=== uart_serial_port ===
==> uart_serial_port/metal_stack.png <==
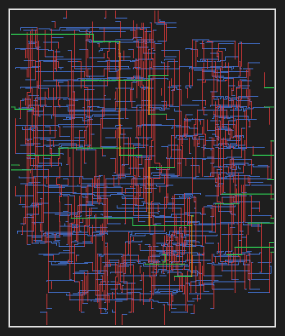

==> config.mk <==
export PLATFORM = sky130hd
export DESIGN_NAME = uart_serial_port
export DESIGN_NICKNAME = d
export VERILOG_FILES = /design/src/rtl/uart_serial_defs.sv /design/src/rtl/uart_rx_fifo.sv /design/src/rtl/uart_serial_port.sv
export SDC_FILE = /design/constraint.sdc
export NUM_CORES = 1
export LEC_CHECK = 0
export ABC_AREA = 0
export CORE_ASPECT_RATIO = 1.2
export CORE_UTILIZATION = 58
export DETAILED_ROUTE_END_ITERATION = 8
export GPL_ROUTABILITY_DRIVEN = 0
export HOLD_SLACK_MARGIN = 0.1
export PLACE_DENSITY = 0.79
export SETUP_SLACK_MARGIN = 0.3
export SLEW_MARGIN = 20
export SYNTH_ARGS = -nofsm -noshare
export SYNTH_HDL_FRONTEND = slang
export SYNTH_SLANG_ARGS = --single-unit
==> constraint.sdc <==
create_clock -name clock -period 3.3 [get_ports clock]
set_input_delay 0.66 -clock clock [delete_from_list [all_inputs] [get_ports clock]]
set_output_delay 0.66 -clock clock [all_outputs]
set_load 0.01 [all_outputs]
==> src/rtl/uart_serial_defs.sv <==
// Shared constants and FSM state encodings for uart_serial_port.
// Optional parity support is enabled by defining UART_PARITY_EN.
package uart_serial_defs;

  localparam int   DATA_BITS = 8;
  localparam logic LINE_IDLE = 1'b1;

  localparam logic [2:0] RX_IDLE   = 3'd0;
  localparam logic [2:0] RX_START  = 3'd1;
  localparam logic [2:0] RX_DATA   = 3'd2;
`ifdef UART_PARITY_EN
  localparam logic [2:0] RX_PARITY = 3'd3;
`endif
  localparam logic [2:0] RX_STOP   = 3'd4;

  localparam logic [2:0] TX_IDLE   = 3'd0;
  localparam logic [2:0] TX_START  = 3'd1;
  localparam logic [2:0] TX_DATA   = 3'd2;
`ifdef UART_PARITY_EN
  localparam logic [2:0] TX_PARITY = 3'd3;
`endif
  localparam logic [2:0] TX_STOP   = 3'd4;

endpackage

==> src/rtl/uart_rx_fifo.sv <==
// Small synchronous FIFO buffering received bytes; a push into a full FIFO
// is accepted only when a pop happens in the same cycle.
module uart_rx_fifo #(
  parameter int WIDTH = 8,
  parameter int DEPTH = 4
) (
  input  logic             clock,
  input  logic             reset,
  input  logic             push,
  input  logic [WIDTH-1:0] push_data,
  input  logic             pop,
  output logic [WIDTH-1:0] head,
  output logic             full,
  output logic             empty
);

  localparam int PTR_W = $clog2(DEPTH);
  localparam int CNT_W = PTR_W + 1;

  logic [WIDTH-1:0] mem_q [DEPTH];
  logic [WIDTH-1:0] mem_d [DEPTH];
  logic [PTR_W-1:0] wr_ptr_q, wr_ptr_d;
  logic [PTR_W-1:0] rd_ptr_q, rd_ptr_d;
  logic [CNT_W-1:0] count_q, count_d;
  logic             do_push, do_pop;

  assign empty   = (count_q == '0);
  assign full    = (count_q == CNT_W'(DEPTH));
  assign head    = mem_q[rd_ptr_q];
  assign do_pop  = pop & ~empty;
  assign do_push = push & (~full | do_pop);

  // NOTE: every signal assigned here gets a default first, so no path can infer a latch.
  always_comb begin
    mem_d    = mem_q;
    wr_ptr_d = wr_ptr_q;
    rd_ptr_d = rd_ptr_q;
    if (do_push) begin
      mem_d[wr_ptr_q] = push_data;
      wr_ptr_d        = wr_ptr_q + 1'b1;
    end
    if (do_pop) begin
      rd_ptr_d = rd_ptr_q + 1'b1;
    end
    count_d = count_q + CNT_W'(do_push) - CNT_W'(do_pop);
  end

  // NOTE: state updates use non-blocking assignments so all flops see pre-edge values.
  always_ff @(posedge clock) begin
    if (reset) begin
      // NOTE: storage is cleared on reset so the head byte reads 0x00 afterwards.
      for (int i = 0; i < DEPTH; i++) mem_q[i] <= '0;
      wr_ptr_q <= '0;
      rd_ptr_q <= '0;
      count_q  <= '0;
    end else begin
      mem_q    <= mem_d;
      wr_ptr_q <= wr_ptr_d;
      rd_ptr_q <= rd_ptr_d;
      count_q  <= count_d;
    end
  end

endmodule

==> src/rtl/uart_serial_port.sv <==
// UART serial port: RX FSM feeding uart_rx_fifo, single-buffer TX FSM.
// Define UART_PARITY_EN to add an even-parity bit to both directions.
module uart_serial_port
  import uart_serial_defs::*;
#(
  parameter int CLKS_PER_BIT  = 16,
  parameter int RX_FIFO_DEPTH = 4
) (
  input  logic       clock,
  input  logic       reset,
  input  logic       uart_rx_in,
  output logic       uart_tx_out,
  output logic [7:0] rx_data_out,
  output logic       rx_valid_out,
  input  logic       rx_rden_in,
  input  logic [7:0] tx_data_in,
  input  logic       tx_wren_in,
  output logic       tx_ready_out,
  output logic       rx_error_out
);

  localparam int CNT_W = $clog2(CLKS_PER_BIT);
  localparam int IDX_W = $clog2(DATA_BITS);
  localparam logic [CNT_W-1:0] BIT_LAST  = CNT_W'(CLKS_PER_BIT - 1);
  localparam logic [CNT_W-1:0] HALF_LAST = CNT_W'(CLKS_PER_BIT / 2 - 1);
  localparam logic [IDX_W-1:0] IDX_LAST  = IDX_W'(DATA_BITS - 1);

  logic                 rx_meta_q, rx_meta_d, rx_sync_q, rx_sync_d;
  logic [2:0]           rx_state_q, rx_state_d;
  logic [CNT_W-1:0]     rx_cnt_q, rx_cnt_d;
  logic [IDX_W-1:0]     rx_idx_q, rx_idx_d;
  logic [DATA_BITS-1:0] rx_shift_q, rx_shift_d;
  logic                 rx_err_q, rx_err_d;
  logic                 rx_push, rx_frame_err, rx_full, rx_empty, rx_par_ok;

  logic [2:0]           tx_state_q, tx_state_d;
  logic [CNT_W-1:0]     tx_cnt_q, tx_cnt_d;
  logic [IDX_W-1:0]     tx_idx_q, tx_idx_d;
  logic [DATA_BITS-1:0] tx_shift_q, tx_shift_d;
  logic                 tx_line_q, tx_line_d;

`ifdef UART_PARITY_EN
  logic rx_par_q, rx_par_d, tx_par_q, tx_par_d;
  assign rx_par_ok = ~^{rx_shift_q, rx_par_q};
`else
  assign rx_par_ok = 1'b1;
`endif

  assign uart_tx_out  = tx_line_q;
  assign tx_ready_out = (tx_state_q == TX_IDLE);
  assign rx_valid_out = ~rx_empty;
  assign rx_error_out = rx_err_q;

  uart_rx_fifo #(.WIDTH(DATA_BITS), .DEPTH(RX_FIFO_DEPTH)) u_rx_fifo (
    .clock     (clock),
    .reset     (reset),
    .push      (rx_push),
    .push_data (rx_shift_q),
    .pop       (rx_rden_in),
    .head      (rx_data_out),
    .full      (rx_full),
    .empty     (rx_empty)
  );

  // Receiver: every sample point is a whole bit period after the mid-start resample.
  always_comb begin
    rx_meta_d    = uart_rx_in;
    rx_sync_d    = rx_meta_q;
    rx_state_d   = rx_state_q;
    rx_cnt_d     = rx_cnt_q + 1'b1;
    rx_idx_d     = rx_idx_q;
    rx_shift_d   = rx_shift_q;
    rx_push      = 1'b0;
    rx_frame_err = 1'b0;
`ifdef UART_PARITY_EN
    rx_par_d     = rx_par_q;
`endif
    case (rx_state_q)
      RX_IDLE: begin
        rx_cnt_d = '0;
        if (rx_sync_q != LINE_IDLE) rx_state_d = RX_START;
      end
      RX_START: if (rx_cnt_q == HALF_LAST) begin
        rx_cnt_d   = '0;
        rx_idx_d   = '0;
        rx_state_d = (rx_sync_q == LINE_IDLE) ? RX_IDLE : RX_DATA;
      end
      RX_DATA: if (rx_cnt_q == BIT_LAST) begin
        rx_cnt_d   = '0;
        rx_shift_d = {rx_sync_q, rx_shift_q[DATA_BITS-1:1]};
        rx_idx_d   = rx_idx_q + 1'b1;
`ifdef UART_PARITY_EN
        if (rx_idx_q == IDX_LAST) rx_state_d = RX_PARITY;
`else
        if (rx_idx_q == IDX_LAST) rx_state_d = RX_STOP;
`endif
      end
`ifdef UART_PARITY_EN
      RX_PARITY: if (rx_cnt_q == BIT_LAST) begin
        rx_cnt_d   = '0;
        rx_par_d   = rx_sync_q;
        rx_state_d = RX_STOP;
      end
`endif
      RX_STOP: if (rx_cnt_q == BIT_LAST) begin
        rx_push      = (rx_sync_q == LINE_IDLE) & rx_par_ok;
        rx_frame_err = ~rx_push;
        rx_state_d   = RX_IDLE;
      end
      default: rx_state_d = RX_IDLE;
    endcase
    rx_err_d = rx_frame_err | (rx_push & rx_full & ~rx_rden_in);
  end

  // Transmitter: tx_line_q is updated on the edge that starts each bit.
  always_comb begin
    tx_state_d = tx_state_q;
    tx_cnt_d   = tx_cnt_q + 1'b1;
    tx_idx_d   = tx_idx_q;
    tx_shift_d = tx_shift_q;
    tx_line_d  = tx_line_q;
`ifdef UART_PARITY_EN
    tx_par_d   = tx_par_q;
`endif
    case (tx_state_q)
      TX_IDLE: begin
        tx_cnt_d = '0;
        if (tx_wren_in) begin
          tx_shift_d = tx_data_in;
          tx_idx_d   = '0;
          tx_line_d  = ~LINE_IDLE;
          tx_state_d = TX_START;
`ifdef UART_PARITY_EN
          tx_par_d   = ^tx_data_in;
`endif
        end
      end
      TX_START: if (tx_cnt_q == BIT_LAST) begin
        tx_cnt_d   = '0;
        tx_line_d  = tx_shift_q[0];
        tx_shift_d = {1'b0, tx_shift_q[DATA_BITS-1:1]};
        tx_state_d = TX_DATA;
      end
      TX_DATA: if (tx_cnt_q == BIT_LAST) begin
        tx_cnt_d = '0;
        if (tx_idx_q == IDX_LAST) begin
`ifdef UART_PARITY_EN
          tx_line_d  = tx_par_q;
          tx_state_d = TX_PARITY;
`else
          tx_line_d  = LINE_IDLE;
          tx_state_d = TX_STOP;
`endif
        end else begin
          tx_idx_d   = tx_idx_q + 1'b1;
          tx_line_d  = tx_shift_q[0];
          tx_shift_d = {1'b0, tx_shift_q[DATA_BITS-1:1]};
        end
      end
`ifdef UART_PARITY_EN
      TX_PARITY: if (tx_cnt_q == BIT_LAST) begin
        tx_cnt_d   = '0;
        tx_line_d  = LINE_IDLE;
        tx_state_d = TX_STOP;
      end
`endif
      TX_STOP: if (tx_cnt_q == BIT_LAST) tx_state_d = TX_IDLE;
      default: tx_state_d = TX_IDLE;
    endcase
  end

  always_ff @(posedge clock) begin
    if (reset) begin
      rx_meta_q  <= LINE_IDLE;
      rx_sync_q  <= LINE_IDLE;
      rx_state_q <= RX_IDLE;
      rx_cnt_q   <= '0;
      rx_idx_q   <= '0;
      rx_shift_q <= '0;
      rx_err_q   <= 1'b0;
      tx_state_q <= TX_IDLE;
      tx_cnt_q   <= '0;
      tx_idx_q   <= '0;
      tx_shift_q <= '0;
      tx_line_q  <= LINE_IDLE;
`ifdef UART_PARITY_EN
      rx_par_q   <= 1'b0;
      tx_par_q   <= 1'b0;
`endif
    end else begin
      rx_meta_q  <= rx_meta_d;
      rx_sync_q  <= rx_sync_d;
      rx_state_q <= rx_state_d;
      rx_cnt_q   <= rx_cnt_d;
      rx_idx_q   <= rx_idx_d;
      rx_shift_q <= rx_shift_d;
      rx_err_q   <= rx_err_d;
      tx_state_q <= tx_state_d;
      tx_cnt_q   <= tx_cnt_d;
      tx_idx_q   <= tx_idx_d;
      tx_shift_q <= tx_shift_d;
      tx_line_q  <= tx_line_d;
`ifdef UART_PARITY_EN
      rx_par_q   <= rx_par_d;
      tx_par_q   <= tx_par_d;
`endif
    end
  end

endmodule

=== dmem_arbiter ===
### config.mk
export PLATFORM = sky130hd
export DESIGN_NAME = dmem_arbiter
export DESIGN_NICKNAME = d
export VERILOG_FILES = /design/src/rtl/dmem_arbiter.sv
export SDC_FILE = /design/constraint.sdc
export NUM_CORES = 1
export LEC_CHECK = 0
export ABC_AREA = 1
export CAP_MARGIN = 30
export CORE_ASPECT_RATIO = 2
export CORE_MARGIN = 2
export CORE_UTILIZATION = 25
export DETAILED_ROUTE_END_ITERATION = 6
export SYNTH_ARGS = -nofsm -noshare
export SYNTH_HDL_FRONTEND = slang
export SYNTH_SLANG_ARGS = --single-unit
### constraint.sdc
create_clock -name clk -period 1.8 [get_ports clk]
set_input_delay 0.27 -clock clk [delete_from_list [all_inputs] [get_ports clk]]
set_output_delay 0.27 -clock clk [all_outputs]
set_load 0.03 [all_outputs]
### src/rtl/dmem_arbiter.sv
`default_nettype none
// ============================================================================
// Module   : dmem_arbiter
// Brief    : Serialises memory-stage and debug accesses onto a single-ported,
//            fixed-latency data memory. Define DMEM_ARB_RR_EN for round-robin
//            tie-break; otherwise the memory-stage port has fixed priority.
// Revision : 1.0 - initial release
// ============================================================================
module dmem_arbiter #(
  parameter int ADDR_W  = 32,
  parameter int DATA_W  = 32,
  parameter int MEM_LAT = 2
) (
  input  logic              clk,
  input  logic              rst,
  input  logic              m_req,
  input  logic              m_we,
  input  logic [ADDR_W-1:0] m_addr,
  input  logic [DATA_W-1:0] m_wdata,
  output logic              m_stall,
  output logic              m_ack,
  output logic [DATA_W-1:0] m_rdata,
  input  logic              d_req,
  input  logic              d_we,
  input  logic [ADDR_W-1:0] d_addr,
  input  logic [DATA_W-1:0] d_wdata,
  output logic              d_ack,
  output logic [DATA_W-1:0] d_rdata,
  output logic              mem_en,
  output logic              mem_we,
  output logic [ADDR_W-1:0] mem_addr,
  output logic [DATA_W-1:0] mem_wdata,
  input  logic [DATA_W-1:0] mem_rdata
);

  localparam logic [1:0] c_ST_IDLE    = 2'd0;
  localparam logic [1:0] c_ST_ISSUE   = 2'd1;
  localparam logic [1:0] c_ST_WAIT    = 2'd2;
  localparam logic [1:0] c_ST_CAPTURE = 2'd3;
  localparam logic       c_GNT_M      = 1'b1;
  localparam logic       c_GNT_D      = 1'b0;
  localparam logic [3:0] c_CNT_LOAD   = 4'(MEM_LAT - 1);
  localparam bit         c_LAT_ONE    = (MEM_LAT == 1);

  logic [1:0]        r_state;
  logic [1:0]        w_state_nxt;
  logic [3:0]        r_cnt;
  logic              r_gnt_sel;
  logic              r_we;
  logic              r_m_ack;
  logic              r_d_ack;
  logic [DATA_W-1:0] r_m_rdata;
  logic [DATA_W-1:0] r_d_rdata;
  logic [ADDR_W-1:0] r_mem_addr;
  logic [DATA_W-1:0] r_mem_wdata;

  logic w_m_elig;
  logic w_d_elig;
  logic w_any_elig;
  logic w_pick_m;
  logic w_grant;
  logic w_load_cnt;
  logic w_capture;

  // A port being acknowledged this cycle is not eligible, so a held request
  // is never granted twice.
  assign w_m_elig   = m_req & ~r_m_ack;
  assign w_d_elig   = d_req & ~r_d_ack;
  assign w_any_elig = w_m_elig | w_d_elig;

`ifdef DMEM_ARB_RR_EN
  assign w_pick_m = w_m_elig & ~(w_d_elig & (r_gnt_sel == c_GNT_M));
`else
  assign w_pick_m = w_m_elig;
`endif

  assign m_stall   = m_req & ~r_m_ack;
  assign m_ack     = r_m_ack;
  assign d_ack     = r_d_ack;
  assign m_rdata   = r_m_rdata;
  assign d_rdata   = r_d_rdata;
  assign mem_addr  = r_mem_addr;
  assign mem_wdata = r_mem_wdata;

  always_ff @(posedge clk) begin
    if (rst) begin
      r_state <= c_ST_IDLE;
    end else begin
      r_state <= w_state_nxt;
    end
  end

  always_comb begin
    w_state_nxt = r_state;
    case (r_state)
      c_ST_IDLE:    if (w_any_elig) w_state_nxt = c_ST_ISSUE;
      c_ST_ISSUE:   w_state_nxt = c_LAT_ONE ? c_ST_CAPTURE : c_ST_WAIT;
      c_ST_WAIT:    if (r_cnt == 4'd1) w_state_nxt = c_ST_CAPTURE;
      c_ST_CAPTURE: w_state_nxt = c_ST_IDLE;
      default:      w_state_nxt = c_ST_IDLE;
    endcase
  end

  always_comb begin
    mem_en     = 1'b0;
    mem_we     = 1'b0;
    w_grant    = 1'b0;
    w_load_cnt = 1'b0;
    w_capture  = 1'b0;
    case (r_state)
      c_ST_IDLE:    w_grant = w_any_elig;
      c_ST_ISSUE: begin
        mem_en     = 1'b1;
        mem_we     = r_we;
        w_load_cnt = 1'b1;
      end
      c_ST_CAPTURE: w_capture = 1'b1;
      default: ;
    endcase
  end

  always_ff @(posedge clk) begin
    if (rst) begin
      r_cnt       <= 4'd0;
      r_gnt_sel   <= c_GNT_D;
      r_we        <= 1'b0;
      r_m_ack     <= 1'b0;
      r_d_ack     <= 1'b0;
      r_m_rdata   <= '0;
      r_d_rdata   <= '0;
      r_mem_addr  <= '0;
      r_mem_wdata <= '0;
    end else begin
      r_m_ack <= 1'b0;
      r_d_ack <= 1'b0;
      if (w_grant) begin
        r_gnt_sel   <= w_pick_m ? c_GNT_M : c_GNT_D;
        r_we        <= w_pick_m ? m_we    : d_we;
        r_mem_addr  <= w_pick_m ? m_addr  : d_addr;
        r_mem_wdata <= w_pick_m ? m_wdata : d_wdata;
      end
      if (w_load_cnt) begin
        r_cnt <= c_CNT_LOAD;
      end else if (r_state == c_ST_WAIT) begin
        r_cnt <= r_cnt - 4'd1;
      end
      // Writes load rdata too; the value is meaningless but harmless.
      if (w_capture) begin
        if (r_gnt_sel == c_GNT_M) begin
          r_m_rdata <= mem_rdata;
          r_m_ack   <= 1'b1;
        end else begin
          r_d_rdata <= mem_rdata;
          r_d_ack   <= 1'b1;
        end
      end
    end
  end

endmodule
`default_nettype wire

==> uart_serial_port/clock_map.png <==
The bar under the picture is 20 µm long.
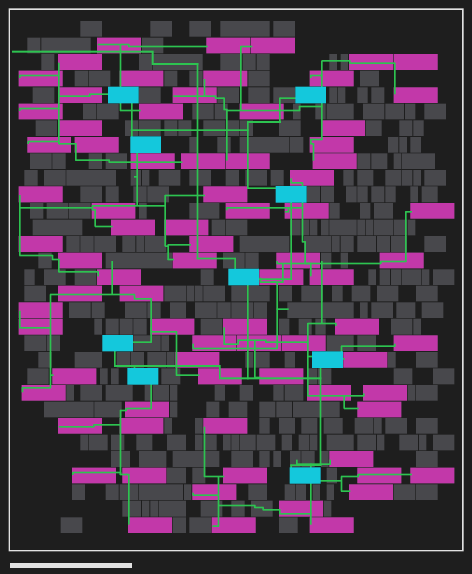
[clock wires] green | length: 912 µm
[flip-flops] magenta | count: 79
[cells driving clock nets] cyan | count: 9
flops lie: spread over the die
Clock Power Share: 0.359
clk_skew: 0.0103 ns
Clk power: 0.000770 W

About uart_serial_port/metal_stack.png:
[met1] blue | wire length: 2,950 µm
[met4] orange | wire length: 74.8 µm
[met2] red | wire length: 3,400 µm
[met3] green | wire length: 237 µm
final wirelength: 6650 µm
DR WL/cell: 14.2 µm
Global Route Usage Sum: 0.227
via count: 2,581

==> flow_metrics.py, uart_serial_port <==
# Metrics from the implementation run
metrics = {
    "status": {
        "run_status": "finished, final reports clean",
    },
    "logic_synthesis": {
        "edf_count": 0,
    },
    "sta": {
        "rsz0062_at_grt": "no",
        "fin_tns_setup_ns": 0,
        "hold_violations": 0,
        "drv_slew": 0,
    },
    "floorplanning": {
        "chip_area_mm2": 0.00660,
        "io_pins": 25,
    },
    "power_and_ir_drop": {
        "comb_power_share": 0.143,
    },
    "cells_and_area": {
        "final_layout_size_suffix_gt1_frac": 0.103,
        "area_growth_pct": 13.8,
    },
    "job": {
        "cap_violations": 0,
    },
    "setup_path": {
        "crit_fanout": 9,
        "crit_chain": "mux4_2 -> clkdlybuf4s50_1",
    },
    "grt": {
        "grt_pass1_vias": 2556,
    },
}
==> uart_serial_port: per-layer routing <==
layer	global-route usage	share of wire	vias up
met5	0	0	-
met4	0.0772	0.011	0
met3	0.0524	0.036	9
met2	0.407	0.51	35
met1	0.264	0.44	1240
li1	-	-	1297
==> uart_serial_port: cell type report <==
type | instances | area (µm²) | area share
Clock inverter | 6 | 83.8 | 0.0202
Timing Repair Buffer | 29 | 273 | 0.0658
Inverter | 13 | 48.8 | 0.0118
Clock buffer | 10 | 128 | 0.0308
Sequential cell | 79 | 1580 | 0.382
Multi-Input combinational cell | 250 | 1930 | 0.465
Tap cell | 82 | 103 | 0.0248
==> uart_serial_port: critical path: cells and delay by family (launching register included) <==
kind	cells	cell delay (ns)
buf+inv	1	0.52
flops	1	0.77
mux	1	0.59
==> uart_serial_port: power by group through the flow <==
stage / combinational, W / clock [W] / sequential, W
after global placement: 0.000291 / 0 / 0.00109
after global routing: 0.000343 / 0.000829 / 0.00108
final: 0.000306 / 0.000770 / 0.00107
after floorplan: 0.000254 / 0 / 0.00104
after detailed placement: 0.000306 / 0 / 0.00109
after CTS: 0.000308 / 0.000789 / 0.00107
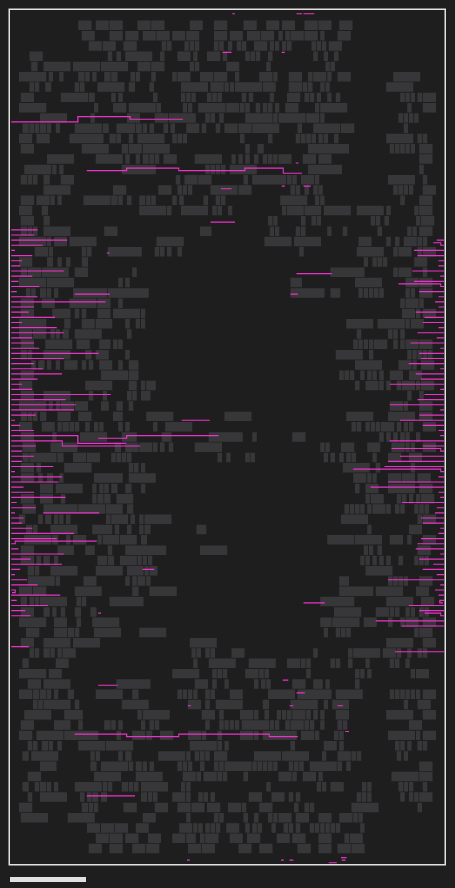
(dmem_arbiter/met3.png)
The bar under the picture is 20 µm long. Cells faint in the background.
longest straight run: 26.0 µm
nets with wire on the layer: 169
share of all routed wire: 6.7%
wire length on this layer: 1,410 µm
met3 Use GR: 0.0502
final wirelength: 20,900 µm
via count: 6,450

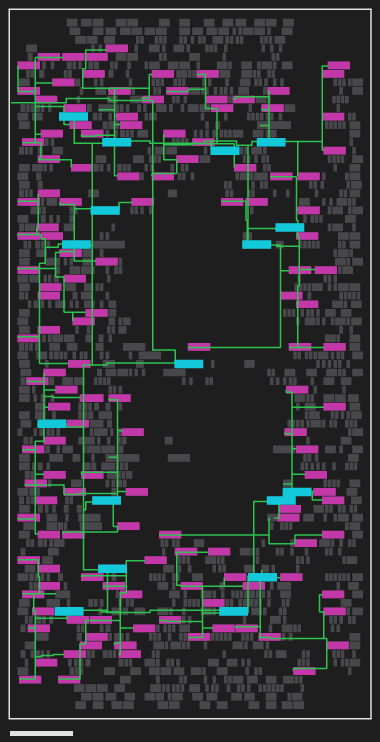
(dmem_arbiter/clock_map.png)
The bar under the picture is 20 µm long.
[clock wires] green | length: 2,130 µm
[cells driving clock nets] cyan | count: 17
[flip-flops] magenta | count: 138
flops lie: spread over the die
clk_skew: 0.00470 ns
Clk power: 0.00366 W
clk latency of the worst-skew pair: 0.43 ns
Clock Power Share: 0.264

==> flow_metrics.py, dmem_arbiter <==
# Metrics from the implementation run
metrics = {
    "sta": {
        "finalSetupViolations": 0,
        "fin_tns_setup_ns": 0,
    },
    "drt": {
        "drtIter0Drc": 185,
    },
    "grt": {
        "grt_max_degree": 89,
        "grt_pass1_wl_um": 31900,
        "grt_overflow": 0,
    },
    "floorplanning": {
        "coreArea_mm2": 0.0243,
    },
    "worst_hold_path": {
        "min_path_type": "in -> reg",
    },
    "logic_synthesis": {
        "fp_nets": 1138,
        "yosysWarnings": 0,
    },
    "cells_and_area": {
        "logic_gates": 694,
    },
    "clock_tree": {
        "htreeDepth": 4,
        "cts_root_buf": "clkbuf_16",
        "cts_resized": 9,
    },
    "status": {
        "run_status": "finished, final reports clean",
    },
}
## dmem_arbiter: worst min-delay path, cell delays in order
cell and delay (ns):
clkdlybuf4s50_1 0.41, nor2_1 0.10, nor2_1 0.05
## dmem_arbiter: layer usage
layer	share of wire	vias up	GRT usage
met4	0.033	0	0.0777
met5	0	-	0
li1	-	3425	-
met3	0.067	37	0.0502
met2	0.55	199	0.311
met1	0.35	2789	0.147
## dmem_arbiter: where the power goes
part | total [W] | internal (W) | switching, W
registers | 0.00420 | 0.00382 | 0.000381
logic | 0.00602 | 0.00241 | 0.00361
clock network | 0.00366 | 0.00228 | 0.00138
total | 0.0139 | 0.00852 | 0.00537
## dmem_arbiter: final timing paths
check / slack [ns] / start / endpoint
setup reg to reg: 0.33 / r_state[0]$_SDFFE_PP0P_ / mem_wdata[27]$_SDFFE_PP0P_
hold reg to reg: 0.48 / m_rdata[11]$_SDFFE_PP0P_ / m_rdata[11]$_SDFFE_PP0P_
hold / removal: 0.44 / mem_rdata[2] / d_rdata[2]$_SDFFE_PP0P_
setup / recovery: 0.05 / d_rdata[9]$_SDFFE_PP0P_ / d_rdata[9]

=== alu_sweep_driver ===
==> alu_sweep_driver/final_congestion.png <==
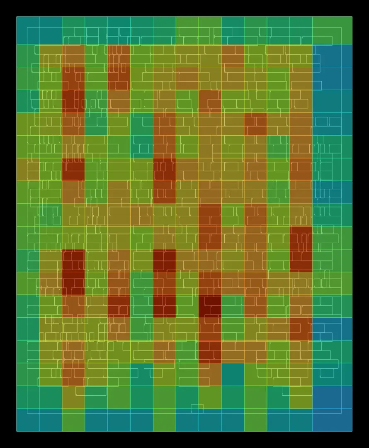
==> alu_sweep_driver/metal_stack.png <==
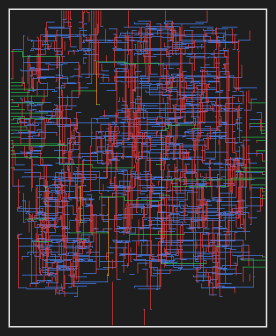
[src/rtl/alu_sweep_driver.sv]
// Sweep engine for the 8-bit CLA ALU: drives F=0..7 with one operand pair,
// holds each code for HOLD cycles and captures {w, g, CarryOut} per code.
module alu_sweep_driver #(
    parameter int WIDTH = 8,
    parameter int HOLD  = 150
) (
    input  logic             clk,
    input  logic             rst_n,
    input  logic             start,
    input  logic [WIDTH-1:0] a_in,
    input  logic [WIDTH-1:0] b_in,
    output logic             busy,
    output logic             done,
    output logic [WIDTH-1:0] alu_a,
    output logic [WIDTH-1:0] alu_b,
    output logic [2:0]       alu_f,
    input  logic [WIDTH-1:0] alu_w,
    input  logic             alu_g,
    input  logic             alu_co,
    input  logic             rd_en,
    input  logic [2:0]       rd_idx,
    output logic             rd_valid,
    output logic [WIDTH-1:0] rd_w,
    output logic             rd_g,
    output logic             rd_co
);

    typedef enum logic {IDLE, RUN} state_t;

    localparam logic [15:0] RELOAD = 16'(HOLD - 1);

    state_t           state;
    state_t           nextState;
    logic [15:0]      holdCnt;
    logic             capture;
    logic             lastCode;
    logic             accept;
    logic [WIDTH+1:0] resultBuf [8];

    assign accept   = (state == IDLE) && start;
    assign capture  = (state == RUN) && (holdCnt == 16'd0);
    assign lastCode = (alu_f == 3'd7);

    always_ff @(posedge clk or negedge rst_n) begin
        if (!rst_n) begin
            state <= IDLE;
        end else begin
            state <= nextState;
        end
    end

    always_comb begin
        nextState = state;
        unique case (state)
            IDLE: if (start) nextState = RUN;
            RUN:  if (capture && lastCode) nextState = IDLE;
            default: nextState = IDLE;
        endcase
    end

    always_comb begin
        busy = (state == RUN);
    end

    // Operands and code only move on start or code advance, so the ALU
    // sees stable inputs for the whole hold window before each capture.
    always_ff @(posedge clk or negedge rst_n) begin
        if (!rst_n) begin
            alu_a   <= '0;
            alu_b   <= '0;
            alu_f   <= 3'd0;
            holdCnt <= 16'd0;
            done    <= 1'b0;
        end else begin
            done <= capture && lastCode;
            if (accept) begin
                alu_a   <= a_in;
                alu_b   <= b_in;
                alu_f   <= 3'd0;
                holdCnt <= RELOAD;
            end else if (capture) begin
                if (!lastCode) begin
                    alu_f   <= alu_f + 3'd1;
                    holdCnt <= RELOAD;
                end
            end else if (state == RUN) begin
                holdCnt <= holdCnt - 16'd1;
            end
        end
    end

    always_ff @(posedge clk or negedge rst_n) begin
        if (!rst_n) begin
            for (int i = 0; i < 8; i++) begin
                resultBuf[i] <= '0;
            end
        end else if (capture) begin
            resultBuf[alu_f] <= {alu_w, alu_g, alu_co};
        end
    end

    // Registered read: a same-edge capture is not visible until next read.
    always_ff @(posedge clk or negedge rst_n) begin
        if (!rst_n) begin
            rd_valid <= 1'b0;
            rd_w     <= '0;
            rd_g     <= 1'b0;
            rd_co    <= 1'b0;
        end else begin
            rd_valid <= rd_en;
            if (rd_en) begin
                {rd_w, rd_g, rd_co} <= resultBuf[rd_idx];
            end
        end
    end

endmodule
[config.mk]
export PLATFORM = sky130hd
export DESIGN_NAME = alu_sweep_driver
export DESIGN_NICKNAME = d
export VERILOG_FILES = /design/src/rtl/alu_sweep_driver.sv
export SDC_FILE = /design/constraint.sdc
export NUM_CORES = 1
export LEC_CHECK = 0
export ABC_AREA = 0
export CAP_MARGIN = 15
export CORE_ASPECT_RATIO = 1.25
export CORE_MARGIN = 3
export CORE_UTILIZATION = 50
export DETAILED_ROUTE_END_ITERATION = 8
export GPL_TIMING_DRIVEN = 0
export PLACE_DENSITY = 0.72
export SETUP_SLACK_MARGIN = 0.4
export SLEW_MARGIN = 20
export SYNTH_ARGS = -nofsm -noshare
export SYNTH_HDL_FRONTEND = slang
export SYNTH_SLANG_ARGS = --single-unit
[constraint.sdc]
create_clock -name clk -period 3.9 [get_ports clk]
set_clock_uncertainty 0.2 [all_clocks]
set_input_delay 0.78 -clock clk [delete_from_list [all_inputs] [get_ports clk]]
set_output_delay 0.78 -clock clk [all_outputs]
set_load 0.02 [all_outputs]
==> flow_metrics.py <==
# Metrics from the implementation run
metrics = {
    "status": {
        "run_status": "finished, final reports clean",
    },
    "logic_synthesis": {
        "synth_area_leader_cell": "dfrtp_1",
        "simple_gate_share": 0.108,
        "synth_area_per_cell_um2": 13.2,
        "synth-seq-cells": 128,
        "ys_cells": 434,
    },
    "power_and_ir_drop": {
        "p_leak_nw": 3.18,
        "comb_power_share": 0.203,
        "seqPwrFrac": 0.431,
    },
    "clock_tree": {
        "clockBufferDepth": 2,
        "holdBufCountCts": 0,
        "cts_resized": 0,
    },
    "setup_path": {
        "rr_worst_depth": 5,
        "path_buffers": 0,
        "slowest_delay_ns": 0.67,
    },
    "floorplanning": {
        "chip_area_mm2": 0.0128,
        "io_pins": 65,
    },
    "sta": {
        "finalSetupViolations": 0,
    },
    "grt": {
        "grt_overflow": 0,
    },
    "drt": {
        "wl_met3_um": 562,
    },
}
## Picture notes: alu_sweep_driver/final_congestion.png
Most Crowded Layer GR: met2
met3 Use GR: 0.0582
Final Util: 0.636

## Picture notes: alu_sweep_driver/metal_stack.png
[met1] blue | wire length: 5,230 µm
[met4] orange | wire length: 195 µm
[met2] red | wire length: 5,990 µm
[met3] green | wire length: 562 µm
DR WL/cell: 18.1 µm
Global Route Usage Sum: 0.206

layout make-up:
cell class              instances  area [µm²]  area share
clock buffers                  24         492      0.0694
well taps                     135         169      0.0238
multi-input cells             279        2410       0.340
plain buffers                  22        95.1      0.0134
repair buffers                 62         639      0.0902
inverters                       5        18.8     0.00265
flip-flops and latches        128        3200       0.452
clock inverters                 6        57.6     0.00812
metrics by stage:
step	setup WS, ns	setup TNS (ns)
3_3_place_gp	-2.85	-363.76
3_5_place_dp	0.590	0
2_1_floorplan	1.00	0
4_1_cts	0.551	0
5_1_grt	0.413	0
6_report	0.579	0
worst register-to-register path, stage by stage (launching register included):
cell     delay (ns)
dfrtp_1        0.40
or4_4          0.55
or3_4          0.37
nor3_1         0.53
nand3_1        0.67
mux2_2         0.48
cell usage after synthesis (4+ instances only):
cell and count:
mux4_2 20, buf_2 4, clkbuf_1 16, nand3_1 8, nand2_1 56, dfrtp_1 128
xnor2_1 8, mux2_2 70, inv_1 5, o21ai_0 6, nand3b_1 4, nor3_1 6
a21oi_1 15, mux2i_1 10, mux2_4 10, nor2_1 23


==> screenshots <==
Metal 2.
Cells faint in the background.
(a)
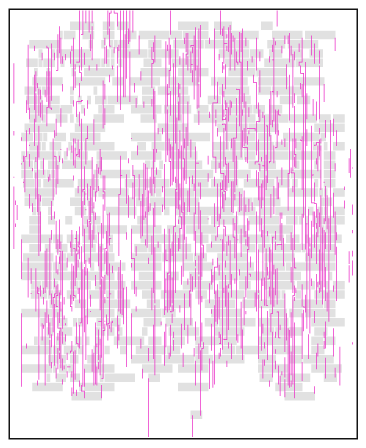
(b)
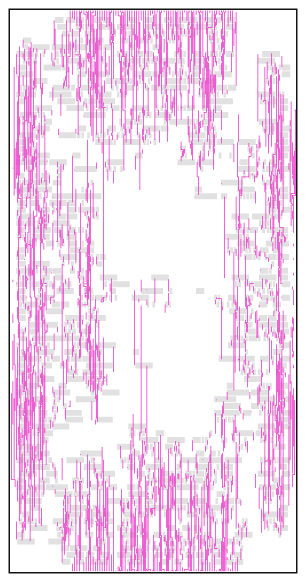
(c)
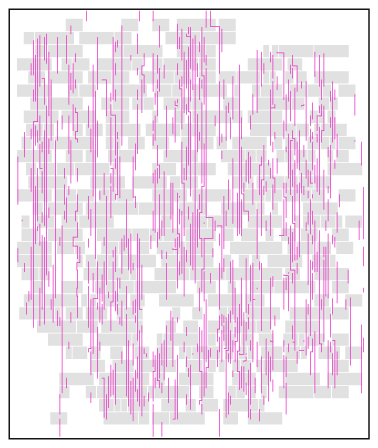
- uart_serial_port = (c)
- alu_sweep_driver = (a)
- dmem_arbiter = (b)

Key to (c):
wire length on this layer: 3,400 µm
main direction: vertical
share of all routed wire: 51%
nets with wire on the layer: 345
longest straight run: 51.3 µm

Power and IR drop assume default switching activity.
